######## spi_master ########
Fig. 1: spi_master, routed metal, one color a layer
Only two layers are drawn.
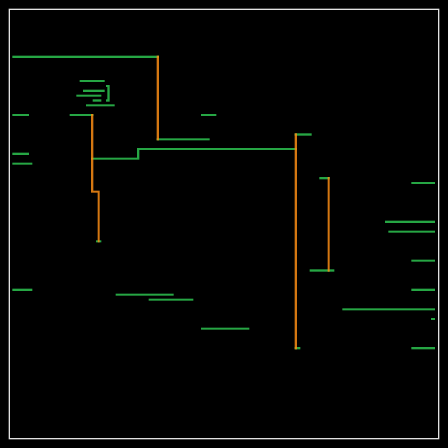

<file path="src/rtl/spi_master.sv">
// rtl/spi_master.sv - single chip-select SPI initiator, CPOL=0, MSB first
//
// Purpose: serialises one DATA_W-bit frame per start request onto mosi while
// capturing miso. sclk is derived from clk by counting HALF_DIV cycles per
// half-period. mosi changes only on the edge that drives sclk low.
//
// Ports:
//   clk      system clock, rising edge
//   rst_n    synchronous active-low reset
//   start    frame request, accepted only while idle
//   tx_data  frame to send, sampled in the accepting cycle
//   busy     high from the cycle after acceptance until frame end
//   done     one-cycle pulse at frame end, rx_data valid from this cycle
//   rx_data  last received frame
//   cs       chip select, active low
//   sclk     SPI clock, idles low
//   mosi     serial data out
//   miso     serial data in, synchronous to clk

`timescale 1ns/1ps

module spi_master #(
    parameter int DATA_W   = 8,
    parameter int HALF_DIV = 4
) (
    input  logic              clk,
    input  logic              rst_n,
    input  logic              start,
    input  logic [DATA_W-1:0] tx_data,
    output logic              busy,
    output logic              done,
    output logic [DATA_W-1:0] rx_data,
    output logic              cs,
    output logic              sclk,
    output logic              mosi,
    input  logic              miso
);

    // Counter widths never drop to zero bits, even with HALF_DIV=1.
    localparam int HW = (HALF_DIV > 1) ? $clog2(HALF_DIV) : 1;
    localparam int BW = $clog2(DATA_W);
    localparam logic [HW-1:0] HMAX = HW'(HALF_DIV - 1);
    localparam logic [BW-1:0] BMAX = BW'(DATA_W - 1);

    typedef enum logic [2:0] {
        S_IDLE,
        S_LEAD,
        S_HIGH,
        S_LOW,
        S_TRAIL
    } state_t;

    state_t            state;
    logic [HW-1:0]     hcnt;
    logic [BW-1:0]     bcnt;
    logic [DATA_W-1:0] tx_sr;
    logic [DATA_W-1:0] rx_sr;
    logic              hwrap;

    // Last cycle of the current half-period.
    assign hwrap = (hcnt == HMAX);

    always_ff @(posedge clk) begin
        if (!rst_n) begin
            state   <= S_IDLE;
            hcnt    <= '0;
            bcnt    <= '0;
            tx_sr   <= '0;
            rx_sr   <= '0;
            rx_data <= '0;
            busy    <= 1'b0;
            done    <= 1'b0;
            cs      <= 1'b1;
            sclk    <= 1'b0;
            mosi    <= 1'b0;
        end else begin
            done <= 1'b0;
            if (state != S_IDLE) begin
                hcnt <= hwrap ? '0 : hcnt + 1'b1;
            end
            case (state)
                S_IDLE: begin
                    cs   <= 1'b1;
                    sclk <= 1'b0;
                    mosi <= 1'b0;
                    if (start) begin
                        tx_sr <= tx_data;
                        cs    <= 1'b0;
                        mosi  <= tx_data[DATA_W-1];
                        busy  <= 1'b1;
                        hcnt  <= '0;
                        bcnt  <= '0;
                        state <= S_LEAD;
                    end
                end
                S_LEAD: begin
                    if (hwrap) begin
                        sclk  <= 1'b1;
                        state <= S_HIGH;
                    end
                end
                S_HIGH: begin
                    // miso has had a full high phase to settle before capture.
                    if (hwrap) begin
                        rx_sr <= {rx_sr[DATA_W-2:0], miso};
                        sclk  <= 1'b0;
                        if (bcnt == BMAX) begin
                            mosi  <= 1'b0;
                            state <= S_TRAIL;
                        end else begin
                            tx_sr <= tx_sr << 1;
                            mosi  <= tx_sr[DATA_W-2];
                            bcnt  <= bcnt + 1'b1;
                            state <= S_LOW;
                        end
                    end
                end
                S_LOW: begin
                    if (hwrap) begin
                        sclk  <= 1'b1;
                        state <= S_HIGH;
                    end
                end
                S_TRAIL: begin
                    if (hwrap) begin
                        cs      <= 1'b1;
                        busy    <= 1'b0;
                        done    <= 1'b1;
                        rx_data <= rx_sr;
                        state   <= S_IDLE;
                    end
                end
                default: state <= S_IDLE;
            endcase
        end
    end

endmodule
</file>
<file path="config.mk">
export PLATFORM = sky130hd
export DESIGN_NAME = spi_master
export DESIGN_NICKNAME = d
export VERILOG_FILES = /design/src/rtl/spi_master.sv
export SDC_FILE = /design/constraint.sdc
export NUM_CORES = 1
export LEC_CHECK = 0
export ABC_AREA = 1
export CAP_MARGIN = 20
export CORE_MARGIN = 2
export CORE_UTILIZATION = 53
export DETAILED_ROUTE_END_ITERATION = 16
export HOLD_SLACK_MARGIN = 0.12
export PLACE_DENSITY = 0.79
export SKIP_LAST_GASP = 1
export SYNTH_ARGS = -nofsm -noshare
export SYNTH_HDL_FRONTEND = slang
export SYNTH_SLANG_ARGS = --single-unit
</file>
<file path="constraint.sdc">
create_clock -name clk -period 1.7 [get_ports clk]
set_input_delay 0.255 -clock clk [delete_from_list [all_inputs] [get_ports clk]]
set_output_delay 0.255 -clock clk [all_outputs]
set_load 0.1 [all_outputs]
</file>
######## phase_sequencer ########
### config.mk
export PLATFORM = sky130hd
export DESIGN_NAME = phase_sequencer
export DESIGN_NICKNAME = d
export VERILOG_FILES = /design/src/rtl/cpu_pkg.sv /design/src/rtl/sat_counter.sv /design/src/rtl/phase_sequencer.sv
export SDC_FILE = /design/constraint.sdc
export NUM_CORES = 1
export LEC_CHECK = 0
export CAP_MARGIN = 20
export CORE_UTILIZATION = 36
export DETAILED_ROUTE_END_ITERATION = 12
export PLACE_DENSITY = 0.75
export SLEW_MARGIN = 10
export SYNTH_ARGS = -nofsm -noshare
export SYNTH_HDL_FRONTEND = slang
export SYNTH_SLANG_ARGS = --single-unit
### constraint.sdc
create_clock -name clk -period 1.3 [get_ports clk]
set_clock_uncertainty 0.1 [all_clocks]
set_input_delay 0.26 -clock clk [delete_from_list [all_inputs] [get_ports clk]]
set_output_delay 0.26 -clock clk [all_outputs]
set_load 0.01 [all_outputs]
### src/rtl/cpu_pkg.sv
// rtl/cpu_pkg.sv - shared VeriRisc CPU types and phase constants
//
// Contents:
//   PHASE_W      width of the instruction phase bus (also used by the controller)
//   PH_FETCH     first phase of an instruction (0)
//   PH_HALT_CHK  phase in which the controller's halt output is valid (4)
//   PH_LAST      final phase before the wrap back to PH_FETCH (7)
//   seq_state_t  phase sequencer mode: IDLE, RUN, HALTED
package cpu_pkg;

  localparam int PHASE_W = 3;

  localparam logic [PHASE_W-1:0] PH_FETCH    = 3'd0;
  localparam logic [PHASE_W-1:0] PH_HALT_CHK = 3'd4;
  localparam logic [PHASE_W-1:0] PH_LAST     = 3'd7;

  typedef enum logic [1:0] {
    ST_IDLE   = 2'd0,
    ST_RUN    = 2'd1,
    ST_HALTED = 2'd2
  } seq_state_t;

endpackage

### src/rtl/sat_counter.sv
// rtl/sat_counter.sv - saturating up-counter with increment enable
//
// Parameters:
//   W      counter width
// Ports:
//   clk    input   rising-edge clock
//   rst_   input   asynchronous active-low reset, clears the count
//   en     input   increment request for this edge
//   count  output  current count, sticks at all-ones
module sat_counter #(
  parameter int W = 16
) (
  input  logic         clk,
  input  logic         rst_,
  input  logic         en,
  output logic [W-1:0] count
);

  always_ff @(posedge clk or negedge rst_) begin
    if (!rst_) begin
      count <= '0;
    end else if (en && (count != {W{1'b1}})) begin
      count <= count + W'(1);
    end
  end

endmodule

### src/rtl/phase_sequencer.sv
// rtl/phase_sequencer.sv - VeriRisc instruction phase sequencer with run/halt/step control
//
// Optional feature macro: PHASE_SEQ_CNT_EN builds the retired-instruction
// counter; without it instr_count is tied to 0.
//
// Parameters:
//   AUTO_START   1: leave reset in RUN, 0: leave reset in IDLE and wait for go
//   CNT_W        width of the retired-instruction counter
// Ports:
//   clk          input   rising-edge clock
//   rst_         input   asynchronous active-low reset
//   halt         input   controller halt request, honoured only in phase 4 of RUN
//   go           input   start/resume request from IDLE or HALTED
//   step_mode    input   stop in IDLE after each retired instruction
//   phase        output  current instruction phase 0..7
//   running      output  state is RUN
//   halted       output  state is HALTED
//   instr_done   output  one-cycle pulse after each retiring edge
//   instr_count  output  saturating count of retired instructions
module phase_sequencer
  import cpu_pkg::*;
#(
  parameter int unsigned AUTO_START = 1,
  parameter int          CNT_W      = 16
) (
  input  logic               clk,
  input  logic               rst_,
  input  logic               halt,
  input  logic               go,
  input  logic               step_mode,
  output logic [PHASE_W-1:0] phase,
  output logic               running,
  output logic               halted,
  output logic               instr_done,
  output logic [CNT_W-1:0]   instr_count
);

  localparam seq_state_t RESET_STATE = (AUTO_START != 0) ? ST_RUN : ST_IDLE;

  seq_state_t         state;
  seq_state_t         state_nxt;
  logic [PHASE_W-1:0] phase_nxt;
  logic               retire;

  always_ff @(posedge clk or negedge rst_) begin
    if (!rst_) begin
      state      <= RESET_STATE;
      phase      <= PH_FETCH;
      running    <= (AUTO_START != 0);
      halted     <= 1'b0;
      instr_done <= 1'b0;
    end else begin
      state      <= state_nxt;
      phase      <= phase_nxt;
      // Flags follow the next state so they change on the same edge as state.
      running    <= (state_nxt == ST_RUN);
      halted     <= (state_nxt == ST_HALTED);
      instr_done <= retire;
    end
  end

  always_comb begin
    state_nxt = state;
    phase_nxt = PH_FETCH;
    retire    = 1'b0;
    case (state)
      ST_RUN: begin
        if ((phase == PH_HALT_CHK) && halt) begin
          // Abort phases 5..7; the instruction still counts as retired
          // because the controller's inc_pc on this edge takes effect.
          // Halt outranks step_mode.
          state_nxt = ST_HALTED;
          retire    = 1'b1;
        end else if (phase == PH_LAST) begin
          retire = 1'b1;
          if (step_mode) begin
            state_nxt = ST_IDLE;
          end
        end else begin
          phase_nxt = phase + PHASE_W'(1);
        end
      end
      ST_IDLE, ST_HALTED: begin
        // Phase stays at 0 on the go edge; it advances on the following one.
        if (go) begin
          state_nxt = ST_RUN;
        end
      end
      default: begin
        state_nxt = ST_IDLE;
      end
    endcase
  end

`ifdef PHASE_SEQ_CNT_EN
  sat_counter #(
    .W (CNT_W)
  ) u_retire_cnt (
    .clk   (clk),
    .rst_  (rst_),
    .en    (retire),
    .count (instr_count)
  );
`else
  assign instr_count = '0;
`endif

endmodule
######## mesi_controller ########
## src/rtl/mesi_pkg.sv

```systemverilog
// Shared MESI encodings: line states, processor actions, bus and memory messages.
package mesi_pkg;

  // Line states
  localparam logic [1:0] ST_I = 2'b00;
  localparam logic [1:0] ST_S = 2'b01;
  localparam logic [1:0] ST_E = 2'b10;
  localparam logic [1:0] ST_M = 2'b11;

  // Processor actions (requester mode)
  localparam logic [1:0] ACT_RD_MISS = 2'b00;
  localparam logic [1:0] ACT_RD_HIT  = 2'b01;
  localparam logic [1:0] ACT_WR_MISS = 2'b10;
  localparam logic [1:0] ACT_WR_HIT  = 2'b11;

  // Bus messages (snooped and broadcast)
  localparam logic [1:0] BUS_NONE    = 2'b00;
  localparam logic [1:0] BUS_RD_MISS = 2'b01;
  localparam logic [1:0] BUS_WR_MISS = 2'b10;
  localparam logic [1:0] BUS_INV     = 2'b11;

  // Memory / data-transfer messages
  localparam logic [1:0] MEM_NONE   = 2'b00;
  localparam logic [1:0] MEM_SUPPLY = 2'b01;
  localparam logic [1:0] MEM_FETCH  = 2'b10;
  localparam logic [1:0] MEM_WB     = 2'b11;

  // Field layout of the ctrl input
  typedef struct packed {
    logic       mode;    // 1 = requester, 0 = snooper
    logic [1:0] action;
    logic       shared;
  } ctrl_t;

  // Everything the controller registers in one bundle
  typedef struct packed {
    logic [1:0] bus_msg;
    logic [1:0] mem_msg;
    logic [1:0] state;
  } ctl_out_t;

endpackage

```

## src/rtl/mesi_controller.sv

```systemverilog
// Per-line MESI coherence controller: combinational transition function
// followed by a single registered output stage (one-cycle latency).
module mesi_controller
  import mesi_pkg::*;
(
  input  logic       clock,
  input  logic       clear,
  input  logic [3:0] ctrl,
  input  logic [1:0] bus_msg_in,
  input  logic [1:0] cur_state,
  output logic [1:0] bus_msg_out,
  output logic [1:0] mem_msg_out,
  output logic [1:0] next_state
);

  ctrl_t      ctrl_s;
  logic [1:0] eff_action;
  ctl_out_t   out_d;
  ctl_out_t   out_q;

  assign ctrl_s = ctrl_t'(ctrl);

  // A hit on an invalid line is really a miss; fold that in before decoding.
  assign eff_action = (cur_state == ST_I) ? {ctrl_s.action[1], 1'b0} : ctrl_s.action;

  // Transition function: next state plus the messages to broadcast.
  always_comb begin
    // NOTE: every output of a combinational block gets a default first, so
    // no path through the case statements can leave it unassigned (latch).
    out_d.bus_msg = BUS_NONE;
    out_d.mem_msg = MEM_NONE;
    out_d.state   = cur_state;

    if (ctrl_s.mode) begin
      unique case (eff_action)
        ACT_RD_MISS: begin
          out_d.bus_msg = BUS_RD_MISS;
          out_d.mem_msg = (cur_state == ST_M) ? MEM_WB : MEM_FETCH;
          out_d.state   = ctrl_s.shared ? ST_S : ST_E;
        end
        ACT_RD_HIT: begin
          out_d.state = cur_state;
        end
        ACT_WR_MISS: begin
          out_d.bus_msg = BUS_WR_MISS;
          out_d.mem_msg = (cur_state == ST_M) ? MEM_WB : MEM_FETCH;
          out_d.state   = ST_M;
        end
        ACT_WR_HIT: begin
          // Only a shared copy needs to invalidate the others.
          out_d.bus_msg = (cur_state == ST_S) ? BUS_INV : BUS_NONE;
          out_d.state   = ST_M;
        end
        default: ;
      endcase
    end else begin
      unique case (bus_msg_in)
        BUS_RD_MISS: begin
          // An exclusive owner supplies the block and drops to shared.
          if (cur_state == ST_M || cur_state == ST_E) begin
            out_d.mem_msg = MEM_SUPPLY;
            out_d.state   = ST_S;
          end
        end
        BUS_WR_MISS: begin
          // Only a dirty copy has data worth supplying.
          out_d.mem_msg = (cur_state == ST_M) ? MEM_SUPPLY : MEM_NONE;
          out_d.state   = ST_I;
        end
        BUS_INV: begin
          out_d.state = ST_I;
        end
        default: ;
      endcase
    end
  end

  // Output register with synchronous clear taking priority.
  always_ff @(posedge clock) begin
    // NOTE: sequential state uses non-blocking assignment so every register
    // samples its pre-edge value regardless of statement order.
    if (clear) begin
      out_q <= '0;
    end else begin
      out_q <= out_d;
    end
  end

  assign bus_msg_out = out_q.bus_msg;
  assign mem_msg_out = out_q.mem_msg;
  assign next_state  = out_q.state;

endmodule

```

## config.mk

```make
export PLATFORM = sky130hd
export DESIGN_NAME = mesi_controller
export DESIGN_NICKNAME = d
export VERILOG_FILES = /design/src/rtl/mesi_pkg.sv /design/src/rtl/mesi_controller.sv
export SDC_FILE = /design/constraint.sdc
export NUM_CORES = 1
export LEC_CHECK = 0
export ABC_AREA = 1
export ABC_CLOCK_PERIOD_IN_PS = 900
export CELL_PAD_IN_SITES_DETAIL_PLACEMENT = 1
export CELL_PAD_IN_SITES_GLOBAL_PLACEMENT = 1
export CORE_UTILIZATION = 27
export CTS_BUF_LIST = sky130_fd_sc_hd__clkbuf_8
export DETAILED_ROUTE_END_ITERATION = 6
export PLACE_DENSITY_LB_ADDON = 0.1
export SYNTH_ARGS = -nofsm -noshare
export SYNTH_HDL_FRONTEND = slang
export SYNTH_SLANG_ARGS = --single-unit
```

## constraint.sdc

```tcl
create_clock -name clock -period 0.9 [get_ports clock]
set_input_delay 0.18 -clock clock [delete_from_list [all_inputs] [get_ports clock]]
set_output_delay 0.18 -clock clock [all_outputs]
set_load 0.01 [all_outputs]
```

######## batcharger_ctrl_p ########
File: config.mk
export PLATFORM = sky130hd
export DESIGN_NAME = batcharger_ctrl_p
export DESIGN_NICKNAME = d
export VERILOG_FILES = /design/src/rtl/batcharger_ctrl_p.sv
export SDC_FILE = /design/constraint.sdc
export NUM_CORES = 1
export LEC_CHECK = 0
export CAP_MARGIN = 15
export CORE_ASPECT_RATIO = 0.6
export CORE_MARGIN = 2
export CORE_UTILIZATION = 30
export CTS_CLUSTER_DIAMETER = 40
export DETAILED_ROUTE_END_ITERATION = 10
export GPL_TIMING_DRIVEN = 0
export HOLD_SLACK_MARGIN = 0.08
export PLACE_DENSITY = 0.65
export SLEW_MARGIN = 30
export SYNTH_ARGS = -nofsm -noshare
export SYNTH_HDL_FRONTEND = slang
export SYNTH_SLANG_ARGS = --single-unit
File: constraint.sdc
create_clock -name clk -period 6.8 [get_ports clk]
set_input_delay 2.04 -clock clk [delete_from_list [all_inputs] [get_ports clk]]
set_output_delay 2.04 -clock clk [all_outputs]
set_load 0.01 [all_outputs]
File: src/rtl/batcharger_ctrl_p.sv
// Battery charger controller: trickle / constant-current / constant-voltage
// Moore FSM with temperature supervision, CV timeout and recharge.
// Optional feature macro: BATCHG_TC_TIMEOUT_EN
//   undefined -> trickle charge may last indefinitely, FAULT is unreachable
//   defined   -> trickle charge longer than TC_TICKS ticks latches FAULT
module batcharger_ctrl_p #(
    parameter int DW       = 8,
    parameter int TICK_CYC = 2040,
    parameter int TC_TICKS = 64
) (
    input  logic          clk,
    input  logic          rst,
    input  logic          en,
    input  logic          vtok,
    input  logic [DW-1:0] vbat,
    input  logic [DW-1:0] ibat,
    input  logic [DW-1:0] tbat,
    input  logic [DW-1:0] vcutoff,
    input  logic [DW-1:0] vpreset,
    input  logic [DW-1:0] vrecharge,
    input  logic [DW-1:0] tempmin,
    input  logic [DW-1:0] tempmax,
    input  logic [DW-1:0] iend,
    input  logic [DW-1:0] tmax,
    inout  wire           dvdd,
    inout  wire           dgnd,
    output logic          tc,
    output logic          cc,
    output logic          cv,
    output logic          imonen,
    output logic          vmonen,
    output logic          tmonen,
    output logic          done,
    output logic          fault,
    output logic [2:0]    st
);

    // Prescaler width; a one-cycle tick still needs a 1-bit register.
    localparam int PW = (TICK_CYC > 1) ? $clog2(TICK_CYC) : 1;
    localparam logic [PW-1:0] PRESC_LAST = PW'(TICK_CYC - 1);
    localparam logic [DW-1:0] TC_LIMIT   = DW'(TC_TICKS);
    localparam logic [DW-1:0] TICK_SAT   = {DW{1'b1}};

    typedef enum logic [2:0] {
        ST_IDLE   = 3'd0,
        ST_TC     = 3'd1,
        ST_CC     = 3'd2,
        ST_CV     = 3'd3,
        ST_DONE   = 3'd4,
        ST_TFAULT = 3'd5,
        ST_FAULT  = 3'd6
    } state_t;

    // Output vector order: tc cc cv imonen vmonen tmonen done fault st[2:0]
    localparam logic [10:0] OUT_IDLE = 11'b000_000_00_000;

    // Moore output decode of a state code.
    function automatic logic [10:0] decode_outputs(input state_t s);
        logic [10:0] o;
        case (s)
            ST_IDLE:   o = 11'b000_000_00_000;
            ST_TC:     o = 11'b100_111_00_001;
            ST_CC:     o = 11'b010_111_00_010;
            ST_CV:     o = 11'b001_111_00_011;
            ST_DONE:   o = 11'b000_010_10_100;
            ST_TFAULT: o = 11'b000_001_00_101;
`ifdef BATCHG_TC_TIMEOUT_EN
            ST_FAULT:  o = 11'b000_000_01_110;
`else
            ST_FAULT:  o = 11'b000_000_00_110;
`endif
            default:   o = 11'b000_000_00_000;
        endcase
        return o;
    endfunction

    state_t        state_r;
    state_t        state_next_s;
    logic [PW-1:0] presc_r;
    logic [DW-1:0] tick_cnt_r;
    logic [DW-1:0] ticks_eff_s;
    logic          active_s;
    logic          tick_s;
    logic          temp_ok_s;
    logic          cv_timeout_s;
    logic          tc_timeout_s;
    logic [10:0]   out_r;
    logic          unused_s;

    // Supply pins carry no logic; fold them away together with the
    // trickle limit, which is only consumed when the timeout is built in.
    assign unused_s = ^{dvdd, dgnd, TC_LIMIT};

    assign active_s  = en & vtok;
    assign tick_s    = active_s & (presc_r == PRESC_LAST);
    assign temp_ok_s = (tbat >= tempmin) && (tbat <= tempmax);

    // Tick count as it will be after this edge (saturating), so that a
    // timeout fires on the very edge the limit is reached.
    assign ticks_eff_s = (tick_s && (tick_cnt_r != TICK_SAT)) ?
                         (tick_cnt_r + DW'(1)) : tick_cnt_r;

    assign cv_timeout_s = (tmax != {DW{1'b0}}) && (ticks_eff_s >= tmax);

`ifdef BATCHG_TC_TIMEOUT_EN
    assign tc_timeout_s = (ticks_eff_s >= TC_LIMIT);
`else
    assign tc_timeout_s = 1'b0;
`endif

    // Next-state logic: enable first, then measurement-valid freeze, then
    // temperature supervision ahead of every charging transition.
    always_comb begin
        state_next_s = state_r;
        if (!en) begin
            state_next_s = ST_IDLE;
        end else if (!vtok) begin
            state_next_s = state_r;
        end else begin
            case (state_r)
                ST_IDLE: begin
                    if (!temp_ok_s) begin
                        state_next_s = ST_TFAULT;
                    end else if (vbat >= vpreset) begin
                        state_next_s = ST_DONE;
                    end else if (vbat >= vcutoff) begin
                        state_next_s = ST_CC;
                    end else begin
                        state_next_s = ST_TC;
                    end
                end
                ST_TC: begin
                    if (!temp_ok_s) begin
                        state_next_s = ST_TFAULT;
                    end else if (vbat >= vcutoff) begin
                        state_next_s = ST_CC;
                    end else if (tc_timeout_s) begin
                        state_next_s = ST_FAULT;
                    end else begin
                        state_next_s = ST_TC;
                    end
                end
                ST_CC: begin
                    if (!temp_ok_s) begin
                        state_next_s = ST_TFAULT;
                    end else if (vbat >= vpreset) begin
                        state_next_s = ST_CV;
                    end else begin
                        state_next_s = ST_CC;
                    end
                end
                ST_CV: begin
                    if (!temp_ok_s) begin
                        state_next_s = ST_TFAULT;
                    end else if ((ibat < iend) || cv_timeout_s) begin
                        state_next_s = ST_DONE;
                    end else begin
                        state_next_s = ST_CV;
                    end
                end
                ST_DONE: begin
                    if (!temp_ok_s) begin
                        state_next_s = ST_TFAULT;
                    end else if (vbat < vrecharge) begin
                        state_next_s = (vbat >= vcutoff) ? ST_CC : ST_TC;
                    end else begin
                        state_next_s = ST_DONE;
                    end
                end
                ST_TFAULT: begin
                    if (temp_ok_s) begin
                        state_next_s = ST_IDLE;
                    end else begin
                        state_next_s = ST_TFAULT;
                    end
                end
                ST_FAULT: begin
                    state_next_s = ST_FAULT;
                end
                default: begin
                    state_next_s = ST_IDLE;
                end
            endcase
        end
    end

    // State register.
    always_ff @(posedge clk) begin
        if (rst) begin
            state_r <= ST_IDLE;
        end else begin
            state_r <= state_next_s;
        end
    end

    // Prescaler and tick counter: cleared on every state entry, frozen
    // whenever the charger is not actively measuring.
    always_ff @(posedge clk) begin
        if (rst) begin
            presc_r    <= {PW{1'b0}};
            tick_cnt_r <= {DW{1'b0}};
        end else if (state_next_s != state_r) begin
            presc_r    <= {PW{1'b0}};
            tick_cnt_r <= {DW{1'b0}};
        end else if (active_s) begin
            presc_r    <= tick_s ? {PW{1'b0}} : (presc_r + PW'(1));
            tick_cnt_r <= ticks_eff_s;
        end else begin
            presc_r    <= presc_r;
            tick_cnt_r <= tick_cnt_r;
        end
    end

    // Output register, loaded with the decode of the state being entered
    // so outputs are flops yet track the state register edge for edge.
    always_ff @(posedge clk) begin
        if (rst) begin
            out_r <= OUT_IDLE;
        end else begin
            out_r <= decode_outputs(state_next_s);
        end
    end

    assign {tc, cc, cv, imonen, vmonen, tmonen, done, fault, st} = out_r;

endmodule
Fig. 2: phase_sequencer, selected gate families
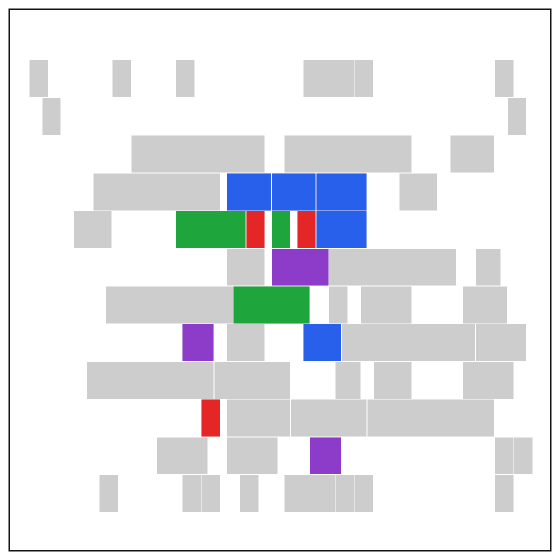
color	family	cells
red	inverters	3
purple	AND and OR gates	3
blue	AND-OR and OR-AND gates	5
green	NOR gates	3

Fig. 3: phase_sequencer, sequential cells colored by netlist name
The bar under the picture is 10 um long. Other sequential cells in the stronger gray, the rest of the logic in the fainter gray.
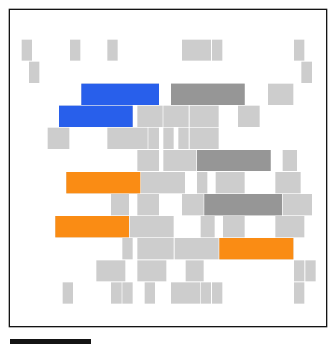
color	signal	flops
orange	phase	3
blue	state	2
not colored	3

==> deck_impl_summary.md, phase_sequencer <==
Run Summary

Drt
  • DR WL met3: 64 um
  • Top Layer Used: met4
  • Met2 routed WL: ~330 um
  • Final WL: 652 um
  • Via count: 304
  • First-pass iteration count of the detailed router: 4

Cells and area
  • Post-Layout Inst Area: 574 um^2
  • Post-Route Utilization: between 40% and 50%
  • Area Overhead vs Synth: 16.8%
  • Non-clock buffer share of cell area: 18.7%
  • Non-Filler Instances: 72

Worst hold path
  • HP Class: in -> async

Global route
  • Global routing's busiest layer: met2
  • M3 GR Usage: 11.0%

Pwr
  • Max rail drop VDD: ~0.84 mV
  • Switch share: roughly 32%
  • Pwr per Cell Area: 1790 mW/mm^2

Setup path
  • Critical Path, Cell by Cell: ha_1 > ha_2 > nand2_1 > a32o_1
  • Reg2reg setup slack: 0.04 ns

Run status
  • Run status: finished clean

Logic synthesis
  • Main flop type after synthesis: dfrtp_1

Placed design
  • Buffers on Ports: 10

Floorplanning
  • I/O Pins: 27
phase_sequencer: flip-flops by register name, summed over array words and instances (netlist names):
signal and count:
halted 1, state 2, phase 3, running 1
instr_done 1
phase_sequencer: layout by cell type (no fill, tap or decap), drive strengths merged:
master          n
conb           16
and2            1
buf             3
nand3           1
ha              3
and3            2
o21a            1
dlygate4sd2     2
nor2b           1
clkdlybuf4s50   4
inv             3
nand2           1
clkdlybuf4s15   3
nor4b           1
a22o            2
clkbuf          3
dfstp           2
a32o            2
nor2            1
dfrtp           6
Fig. 4: mesi_controller, pin placement
The bar under the picture is 10 um long. Pins as bars across the die edge, other pins in gray.
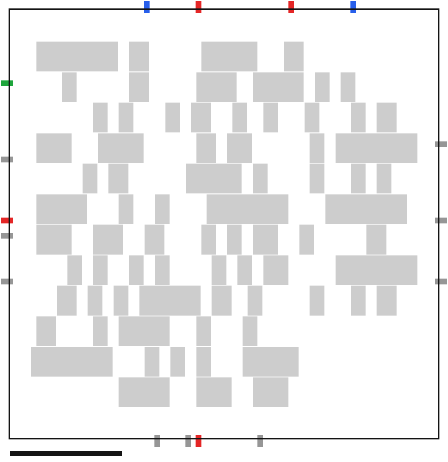
color	port	pins	direction	edge
red	ctrl	4	input	2 north, 1 south, 1 west
blue	next_state	2	output	north
green	clock	1	input	west

Fig. 5: mesi_controller, routing congestion
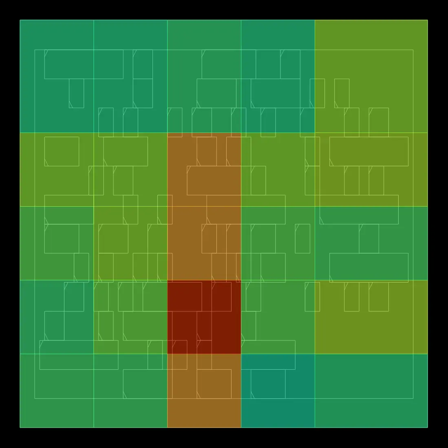
Post-Route Utilization: 46.2%
global routing's busiest layer: met2
GR Util met2: 28.4%

==> deck_impl_summary.md, mesi_controller <==
Run Summary

Floorplanning
  • I/O Pins: 16
  • Row cnt: 12

Cells and area
  • Area Overhead vs Synth: 51.4%
  • # diodes: 0
  • Comb_multi_in: 36
  • Largest cell class: logic gates
  • Non-clock buffer share of cell area: 22.0%
  • Flop Count: 6
  • Flop share of the area: between 20 and 25%

Logic synthesis
  • Top cells, area: dfxtp_1 (34%), nand2_1 (19%), inv_1 (12%), ha_1 (11%), nor2_1 (7.4%)
  • Ys cells: roughly 56
  • Max-area cell share: between 30% and 40%

Drt
  • Residual DRC: 0
  • Met2 routed WL: around 460 um
  • WL/cell: 10.1 um

Setup path
  • Max incr delay on CP: 0.30 ns
  • WP buf/inv: 1
  • CP Depth: 1
  • Slowest cell on crit path: dfxtp_1
  • Crit path max fanout: 1

Pwr
  • Pint: approximately 630 uW
  • Leak Pwr: between 0.3 and 0.4 nW
  • Post-layout total power: 855 uW

Run status
  • Run status: finished clean

Placed design
  • Area post-placement: 528 um^2
  • Worst slack, placed: -0.463 ns

Worst hold path
  • Hold Startpoint: ctrl[2]

Global route
  • First-pass GRT wire length: about 1.6 mm
  • GRT Total Usage: about 17%

Timing
  • Endpoints failing setup: 0
## mesi_controller: cell families after synthesis
family | count (synthesis) | share of synthesized area, %
simple gates | 31 | 37.6
buf+inv | 14 | 14.9
flops | 6 | 34.0
fa+ha+maj | 3 | 10.6
compound gates | 2 | 2.84
## mesi_controller: timing repair
action | in CTS | in global routing
hold endpoints to repair | 0 | 0
setup buffers | 0 | 0
resized | 31 | 9
hold buffers | 0 | 0
pin swaps | 0 | 1
setup endpoints to repair | 10 | 6
## mesi_controller: state kept, by name (all words and copies together), names as in the netlist
name and cells:
bus_msg_out 2, mem_msg_out 2, next_state 2
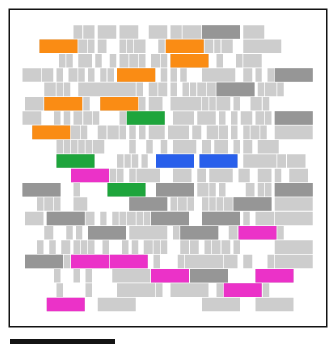
Fig. 6. Sequential cells colored by netlist name (spi_master).
The bar under the picture is 20 um long. Other sequential cells in the stronger gray, the rest of the logic in the fainter gray.
color	signal	flops
blue	hcnt	2
magenta	rx_data	8
orange	tx_sr	7
green	bcnt	3

About Fig. 1:
color	layer	wire length
green	met3	152 um
orange	met4	73.0 um

==> deck_impl_summary.md, spi_master <==
Run Summary

Cells and area
  • Largest cell class: logic gates
  • Most numerous logic cells after layout: nand2_1 (53), nor2_1 (38), dfxtp_1 (36)
  • Logic share of the area: between 30% and 40%

Setup path
  • Worst setup SP type: flop
  • RR Startpoint: state[2]
  • Slowest cell on crit path: dfxtp_1

Clocking
  • Clk pin slew, worst setup/hold paths: 0.11 ns

Pwr
  • Leak Pwr: approximately 0.95 nW
  • Flop pwr share: 34.3%
  • Clock power frac: 17.5%
  • Gate power share: 48.3%

Timing
  • Least-Margin Pin Slew: 0.360 ns

Run status
  • Run status: finished clean

Drt
  • Via count: between 1,000 and 1,500
  • WL/cell: 10.8 um

Global route
  • Global routing's busiest layer: met2
  • Total grt overflow: 0

Logic synthesis
  • Main flop type after synthesis: dfxtp_1
  • Dominant cell type by area after synthesis: dfxtp_1
  • Cell Type Count: 29
  • Avg Synthesized Cell Area: ~7.4 um^2

Floorplanning
  • Die height: 59.9 um
-- spi_master: through the flow --
stage                     instances  cell area, um^2  hold slack [ns]  worst slack, ns
after detailed placement        276             2050            0.454            0.188
final                           284             2120            0.466            0.237
after global routing            284             2120            0.494            0.110
after CTS                       284             2120            0.469            0.229
after floorplan                 223             1660            0.393            0.398
after global placement          276             2050            0.440            0.212
-- spi_master: cells by family after synthesis --
group | Yosys count | synth area share, %
simple gates | 133 | 38.8
flops | 36 | 43.5
buf+inv | 29 | 7.70
compound gates | 22 | 7.77
fa+ha+maj | 3 | 2.26
Fig. 7: batcharger_ctrl_p, sequential cells colored by netlist name
The bar under the picture is 50 um long. Other cells in gray.
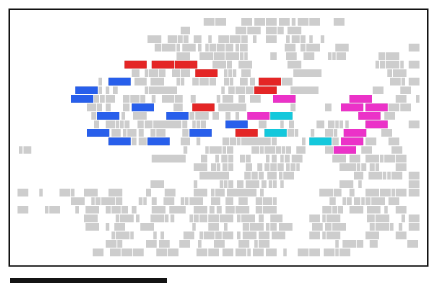
color	signal	flops
blue	presc_r	11
cyan	state_r	3
red	tick_cnt_r	8
magenta	out_r	10

==> deck_impl_summary.md, batcharger_ctrl_p <==
Run Summary

Run status
  • Run status: finished clean

Global route
  • Pin count of the biggest net entering global routing: 11
  • M3 GR Usage: 4.43%
  • Total grt overflow: 0
  • GRT Total Usage: 14.5%
  • GR Util met2: 21.7%
  • Initial antenna violation count: 0

Drt
  • Met2 routed WL: 3.11 mm
  • Starting DRT DRC Count: 191
  • Met1 WL: between 3 and 4 mm

Logic synthesis
  • Ys cells: 375
  • Avg Synthesized Cell Area: 7.97 um^2
  • Synth flops: 32
  • Async set-reset flop share out of synthesis: 0%

Placed design
  • Buffers on Ports: 92
  • Area post-placement: 0.00408 mm^2
  • Placer Congestion: 0.894

Cells and area
  • Most numerous logic cells after layout: clkdlybuf4s50_1 (91), inv_1 (61), ha_1 (56)
  • Top reg by flops: presc_r
  • Area Overhead vs Synth: 42.4%

Timing
  • Endpoints left unconstrained: 2
  • Endpoints failing setup: 0
  • Final WS setup: 0.390 ns
  • WHS: 0.487 ns

Pwr
  • Switching Power: 159 uW

Clocking
  • Worst skew pair latency: 0.27 ns
-- batcharger_ctrl_p: through the flow --
step | TNS [ns] | instances
after floorplan | 0 | 375
after global placement | -5.78 | 602
after CTS | 0 | 610
final | 0 | 610
after detailed placement | -6.68 | 602
after global routing | 0 | 610
-- batcharger_ctrl_p: area by class of cell --
class                           instances  area (um^2)
Fill cell                             927         5520
Multi-Input combinational cell        276         2100
Timing Repair Buffer                   92          923
Sequential cell                        32          641
Inverter                               62          233
Tap cell                              135          169
Clock buffer                            6          129
Clock inverter                          2         35.0
Buffer                                  5         31.3

==> layout pictures side by side <==
Routed metal, one color a layer.
Only two layers are drawn.
panel A
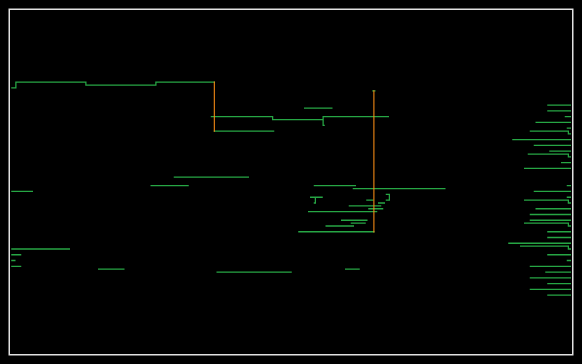
panel B
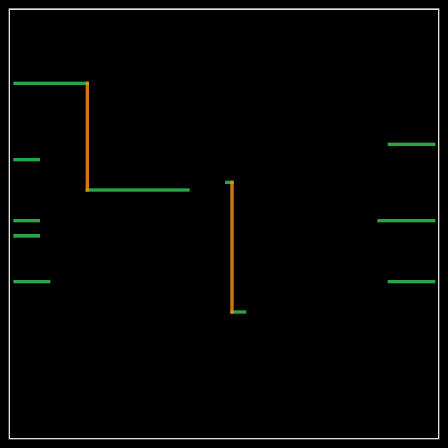
panel C
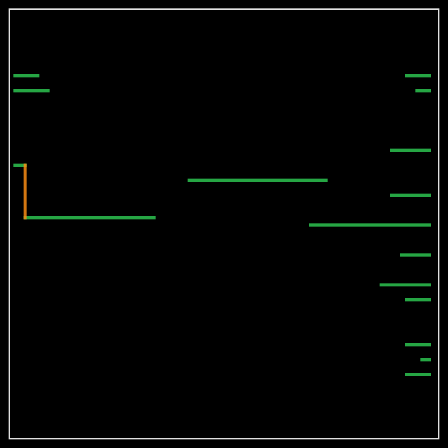
- batcharger_ctrl_p = panel A
- mesi_controller = panel B
- phase_sequencer = panel C


######## sram_addr_gen ########
===== src/rtl/sram_addr_gen.sv =====
// Serial-loaded SRAM address counter for the AVR-SRAM bus path.
// The AVR shifts an address in MSB-first, then a rising avr_sreg_en makes it live and steppable.
module sram_addr_gen #(
  parameter int ADDR_WIDTH = 21,
  parameter int STEP       = 1
) (
  input  logic                  avr_clk,
  input  logic                  avr_reset,
  input  logic                  avr_si,
  input  logic                  avr_sreg_en,
  input  logic [2:0]            avr_ctrl,
  input  logic                  access_done,
  output logic [ADDR_WIDTH-1:0] sram_addr,
  output logic                  addr_valid,
  output logic                  avr_so,
  output logic                  wrap
);

  typedef enum logic [1:0] {SHIFT, LOAD, RUN} state_t;

  // One extra bit so the carry or borrow out of the counter falls into the MSB.
  localparam logic [ADDR_WIDTH:0] STEP_EXT = (ADDR_WIDTH+1)'(STEP);

  state_t                state;
  state_t                state_next;
  logic                  en_q;
  logic [ADDR_WIDTH-1:0] buffer;
  logic [ADDR_WIDTH-1:0] buffer_next;
  logic                  load_now;
  logic                  step_now;
  logic [ADDR_WIDTH:0]   sum_up;
  logic [ADDR_WIDTH:0]   sum_dn;

  // The buffer shifts on every edge that sees avr_sreg_en low, whatever the state.
  assign buffer_next = avr_sreg_en ? buffer : {buffer[ADDR_WIDTH-2:0], avr_si};
  assign load_now    = (state == SHIFT) && avr_sreg_en && !en_q;
  assign step_now    = (state == RUN) && avr_sreg_en && access_done &&
                       avr_ctrl[0] && !avr_ctrl[2];
  assign sum_up      = {1'b0, sram_addr} + STEP_EXT;
  assign sum_dn      = {1'b0, sram_addr} - STEP_EXT;

  always_ff @(posedge avr_clk or negedge avr_reset) begin
    if (!avr_reset) begin
      state <= SHIFT;
    end else begin
      state <= state_next;
    end
  end

  always_comb begin
    state_next = state;
    case (state)
      SHIFT:   if (load_now) state_next = LOAD;
      LOAD:    state_next = avr_sreg_en ? RUN : SHIFT;
      RUN:     if (!avr_sreg_en) state_next = SHIFT;
      default: state_next = SHIFT;
    endcase
  end

  always_comb begin
    addr_valid = (state == RUN);
  end

  // A load and a step can never coincide: loads only happen in SHIFT, steps only in RUN.
  always_ff @(posedge avr_clk or negedge avr_reset) begin
    if (!avr_reset) begin
      en_q      <= 1'b0;
      buffer    <= '0;
      avr_so    <= 1'b0;
      sram_addr <= '0;
      wrap      <= 1'b0;
    end else begin
      en_q   <= avr_sreg_en;
      buffer <= buffer_next;
      avr_so <= buffer_next[ADDR_WIDTH-1];
      wrap   <= 1'b0;
      if (load_now) begin
        sram_addr <= buffer;
      end else if (step_now) begin
        if (avr_ctrl[1]) begin
          {wrap, sram_addr} <= sum_dn;
        end else begin
          {wrap, sram_addr} <= sum_up;
        end
      end
    end
  end

endmodule


===== config.mk =====
export PLATFORM = sky130hd
export DESIGN_NAME = sram_addr_gen
export DESIGN_NICKNAME = d
export VERILOG_FILES = /design/src/rtl/sram_addr_gen.sv
export SDC_FILE = /design/constraint.sdc
export NUM_CORES = 1
export LEC_CHECK = 0
export ABC_AREA = 0
export CORE_UTILIZATION = 60
export CTS_BUF_LIST = sky130_fd_sc_hd__clkbuf_4
export CTS_CLUSTER_SIZE = 25
export DETAILED_ROUTE_END_ITERATION = 7
export PLACE_DENSITY = 0.95
export SLEW_MARGIN = 40
export SYNTH_ARGS = -nofsm -noshare
export SYNTH_HDL_FRONTEND = slang
export SYNTH_SLANG_ARGS = --single-unit

===== constraint.sdc =====
create_clock -name avr_clk -period 3.6 [get_ports avr_clk]
set_clock_uncertainty 0.1 [all_clocks]
set_input_delay 0.54 -clock avr_clk [delete_from_list [all_inputs] [get_ports avr_clk]]
set_output_delay 0.54 -clock avr_clk [all_outputs]
set_load 0.02 [all_outputs]

Fig. 8: sram_addr_gen, cell sizes after repair
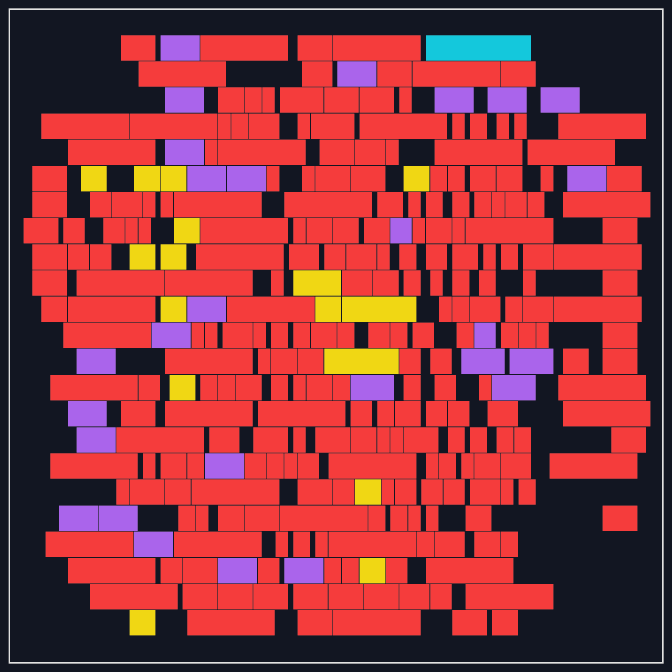
color	size	cells	share
cyan	drive 6 and up	1	0.34%
yellow	drive 3 to 4	16	5.5%
red	drive 1 or less	249	85%
purple	drive 2	27	9.2%

==> deck_impl_summary.md <==
Run Summary

Timing
  • Fin crit period: 2.60 ns
  • RSZ-0062 raised after global routing: no

Logic synthesis
  • Mapped Area: roughly 0.0026 mm^2
  • Synth top cells by count: dfrtp_1 (46), nand2_1 (22), mux2_2 (21), nor2_1 (19), nor3_1 (13)
  • Mux share: 10.6%

Floorplanning
  • CORE AREA: 0.00409 mm^2

Cells and area
  • # fillers: 279
  • Ratio of cells with drive above 1 in the final layout: 15.0%
  • Comb_multi_in: 195
  • Regs by FF count: buffer (21), sram_addr (21), state (2)
  • Non-Filler Instances: 343

Placed design
  • Post-placement cell count: roughly 340
  • Buffers on Ports: 31

Global route
  • Global routing's busiest layer: met2
  • M3 GR Usage: approximately 6.8%
  • Vias in the first global route: 1,987
  • Met1 Usage GRT: 39.5%
  • GR Util met2: 44.2%

Drt
  • First-pass iteration count of the detailed router: 5

Run status
  • Run status: finished clean

Pwr
  • Comb group: between 800 and 900 uW
path summary, 6_finish.rpt:
check,cells after the start,endpoint,slack [ns],start
setup / recovery,6,sram_addr[19],1.00,avr_ctrl[1]
hold / removal,1,buffer[14],0.04,avr_reset
setup reg to reg,5,sram_addr[14],1.33,sram_addr[5]
hold reg to reg,2,sram_addr[5],0.42,buffer[5]
max in group asynchronous,1,sram_addr[8],2.95,avr_reset
min in group avr_clk,2,sram_addr[5],0.42,buffer[5]
critical path: stages:
cell and delay [ns]:
clkdlybuf4s50_1 0.76, or4b_4 0.59, nor4_4 0.38, o211ai_1 0.14, a21o_1 0.19, a21o_1 0.16


## Gallery

Cell sizes after repair.
Plate I
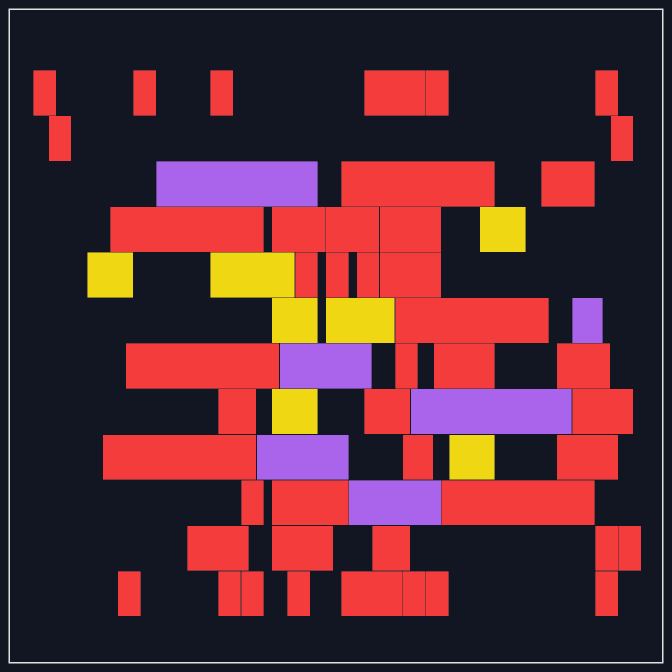
Plate II
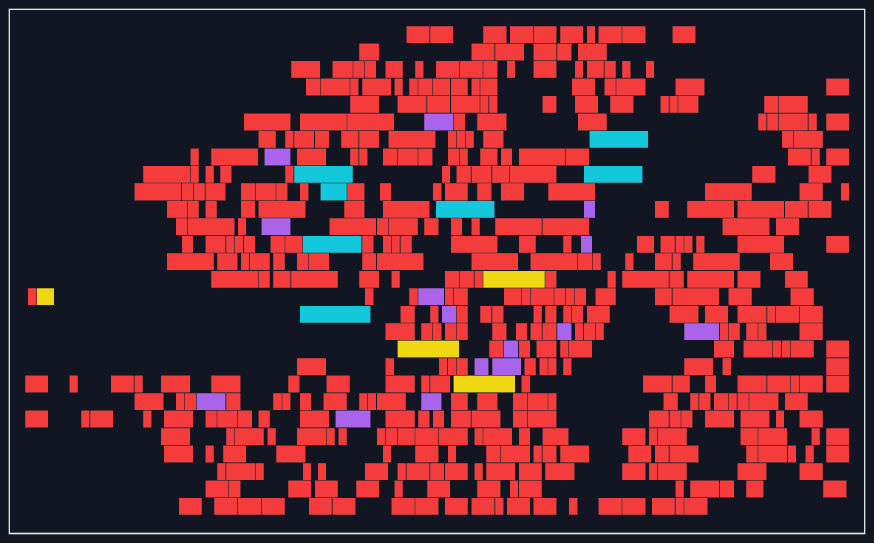
Plate III
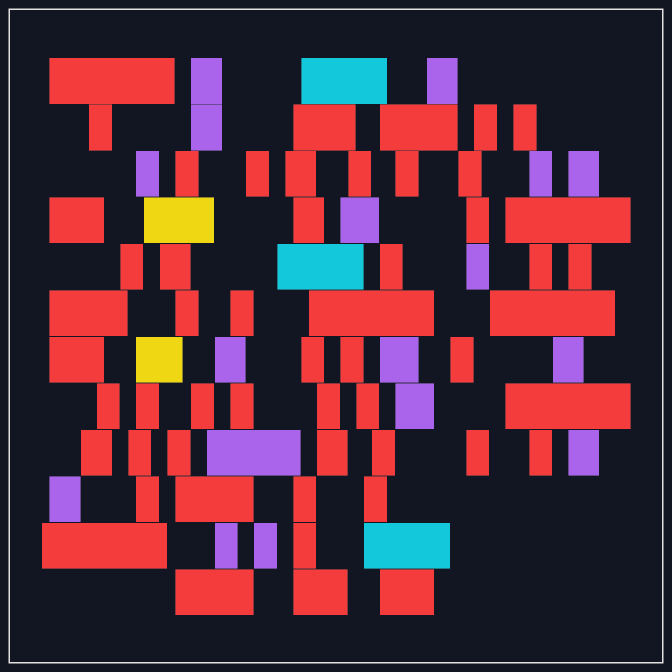
Plate I is phase_sequencer.
Plate II is batcharger_ctrl_p.
Plate III is mesi_controller.
- fewest cells: Plate I
- most cells: Plate II

Key to Plate I:
color	size	cells	share
purple	drive 2	6	10%
yellow	drive 3 to 4	7	12%
red	drive 1 or less	45	78%


==> notes/layouts.md <==
Pictures saved along the way, in no particular order.

Routing congestion.
image #1
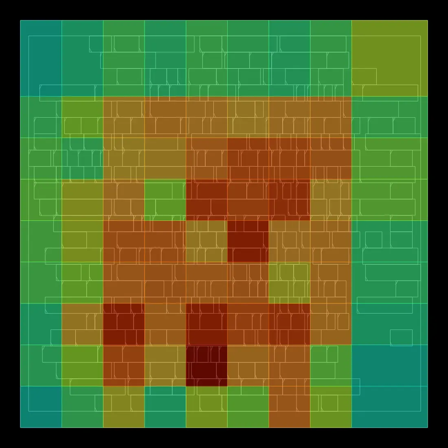
image #2
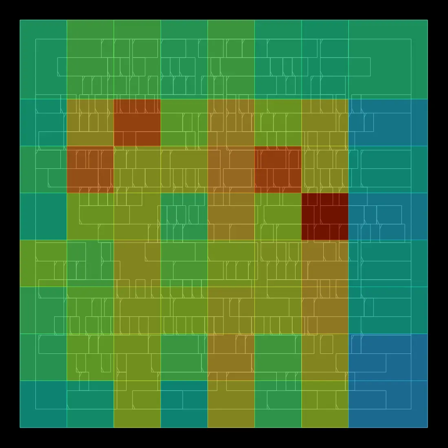
image #3
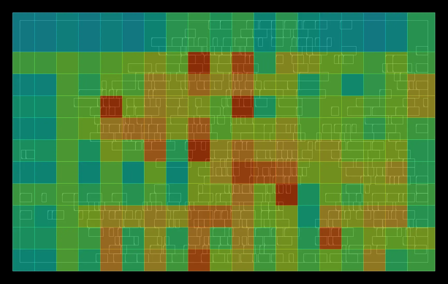
image #4
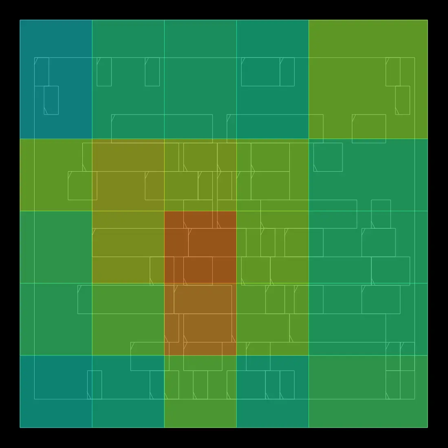
Of these, highest track usage: image #1
Of these, lowest track usage: image #4
spi_master -> image #2
phase_sequencer -> image #4
sram_addr_gen -> image #1
batcharger_ctrl_p -> image #3

Power figures rest on the tool's default switching activity, not on a simulated workload.
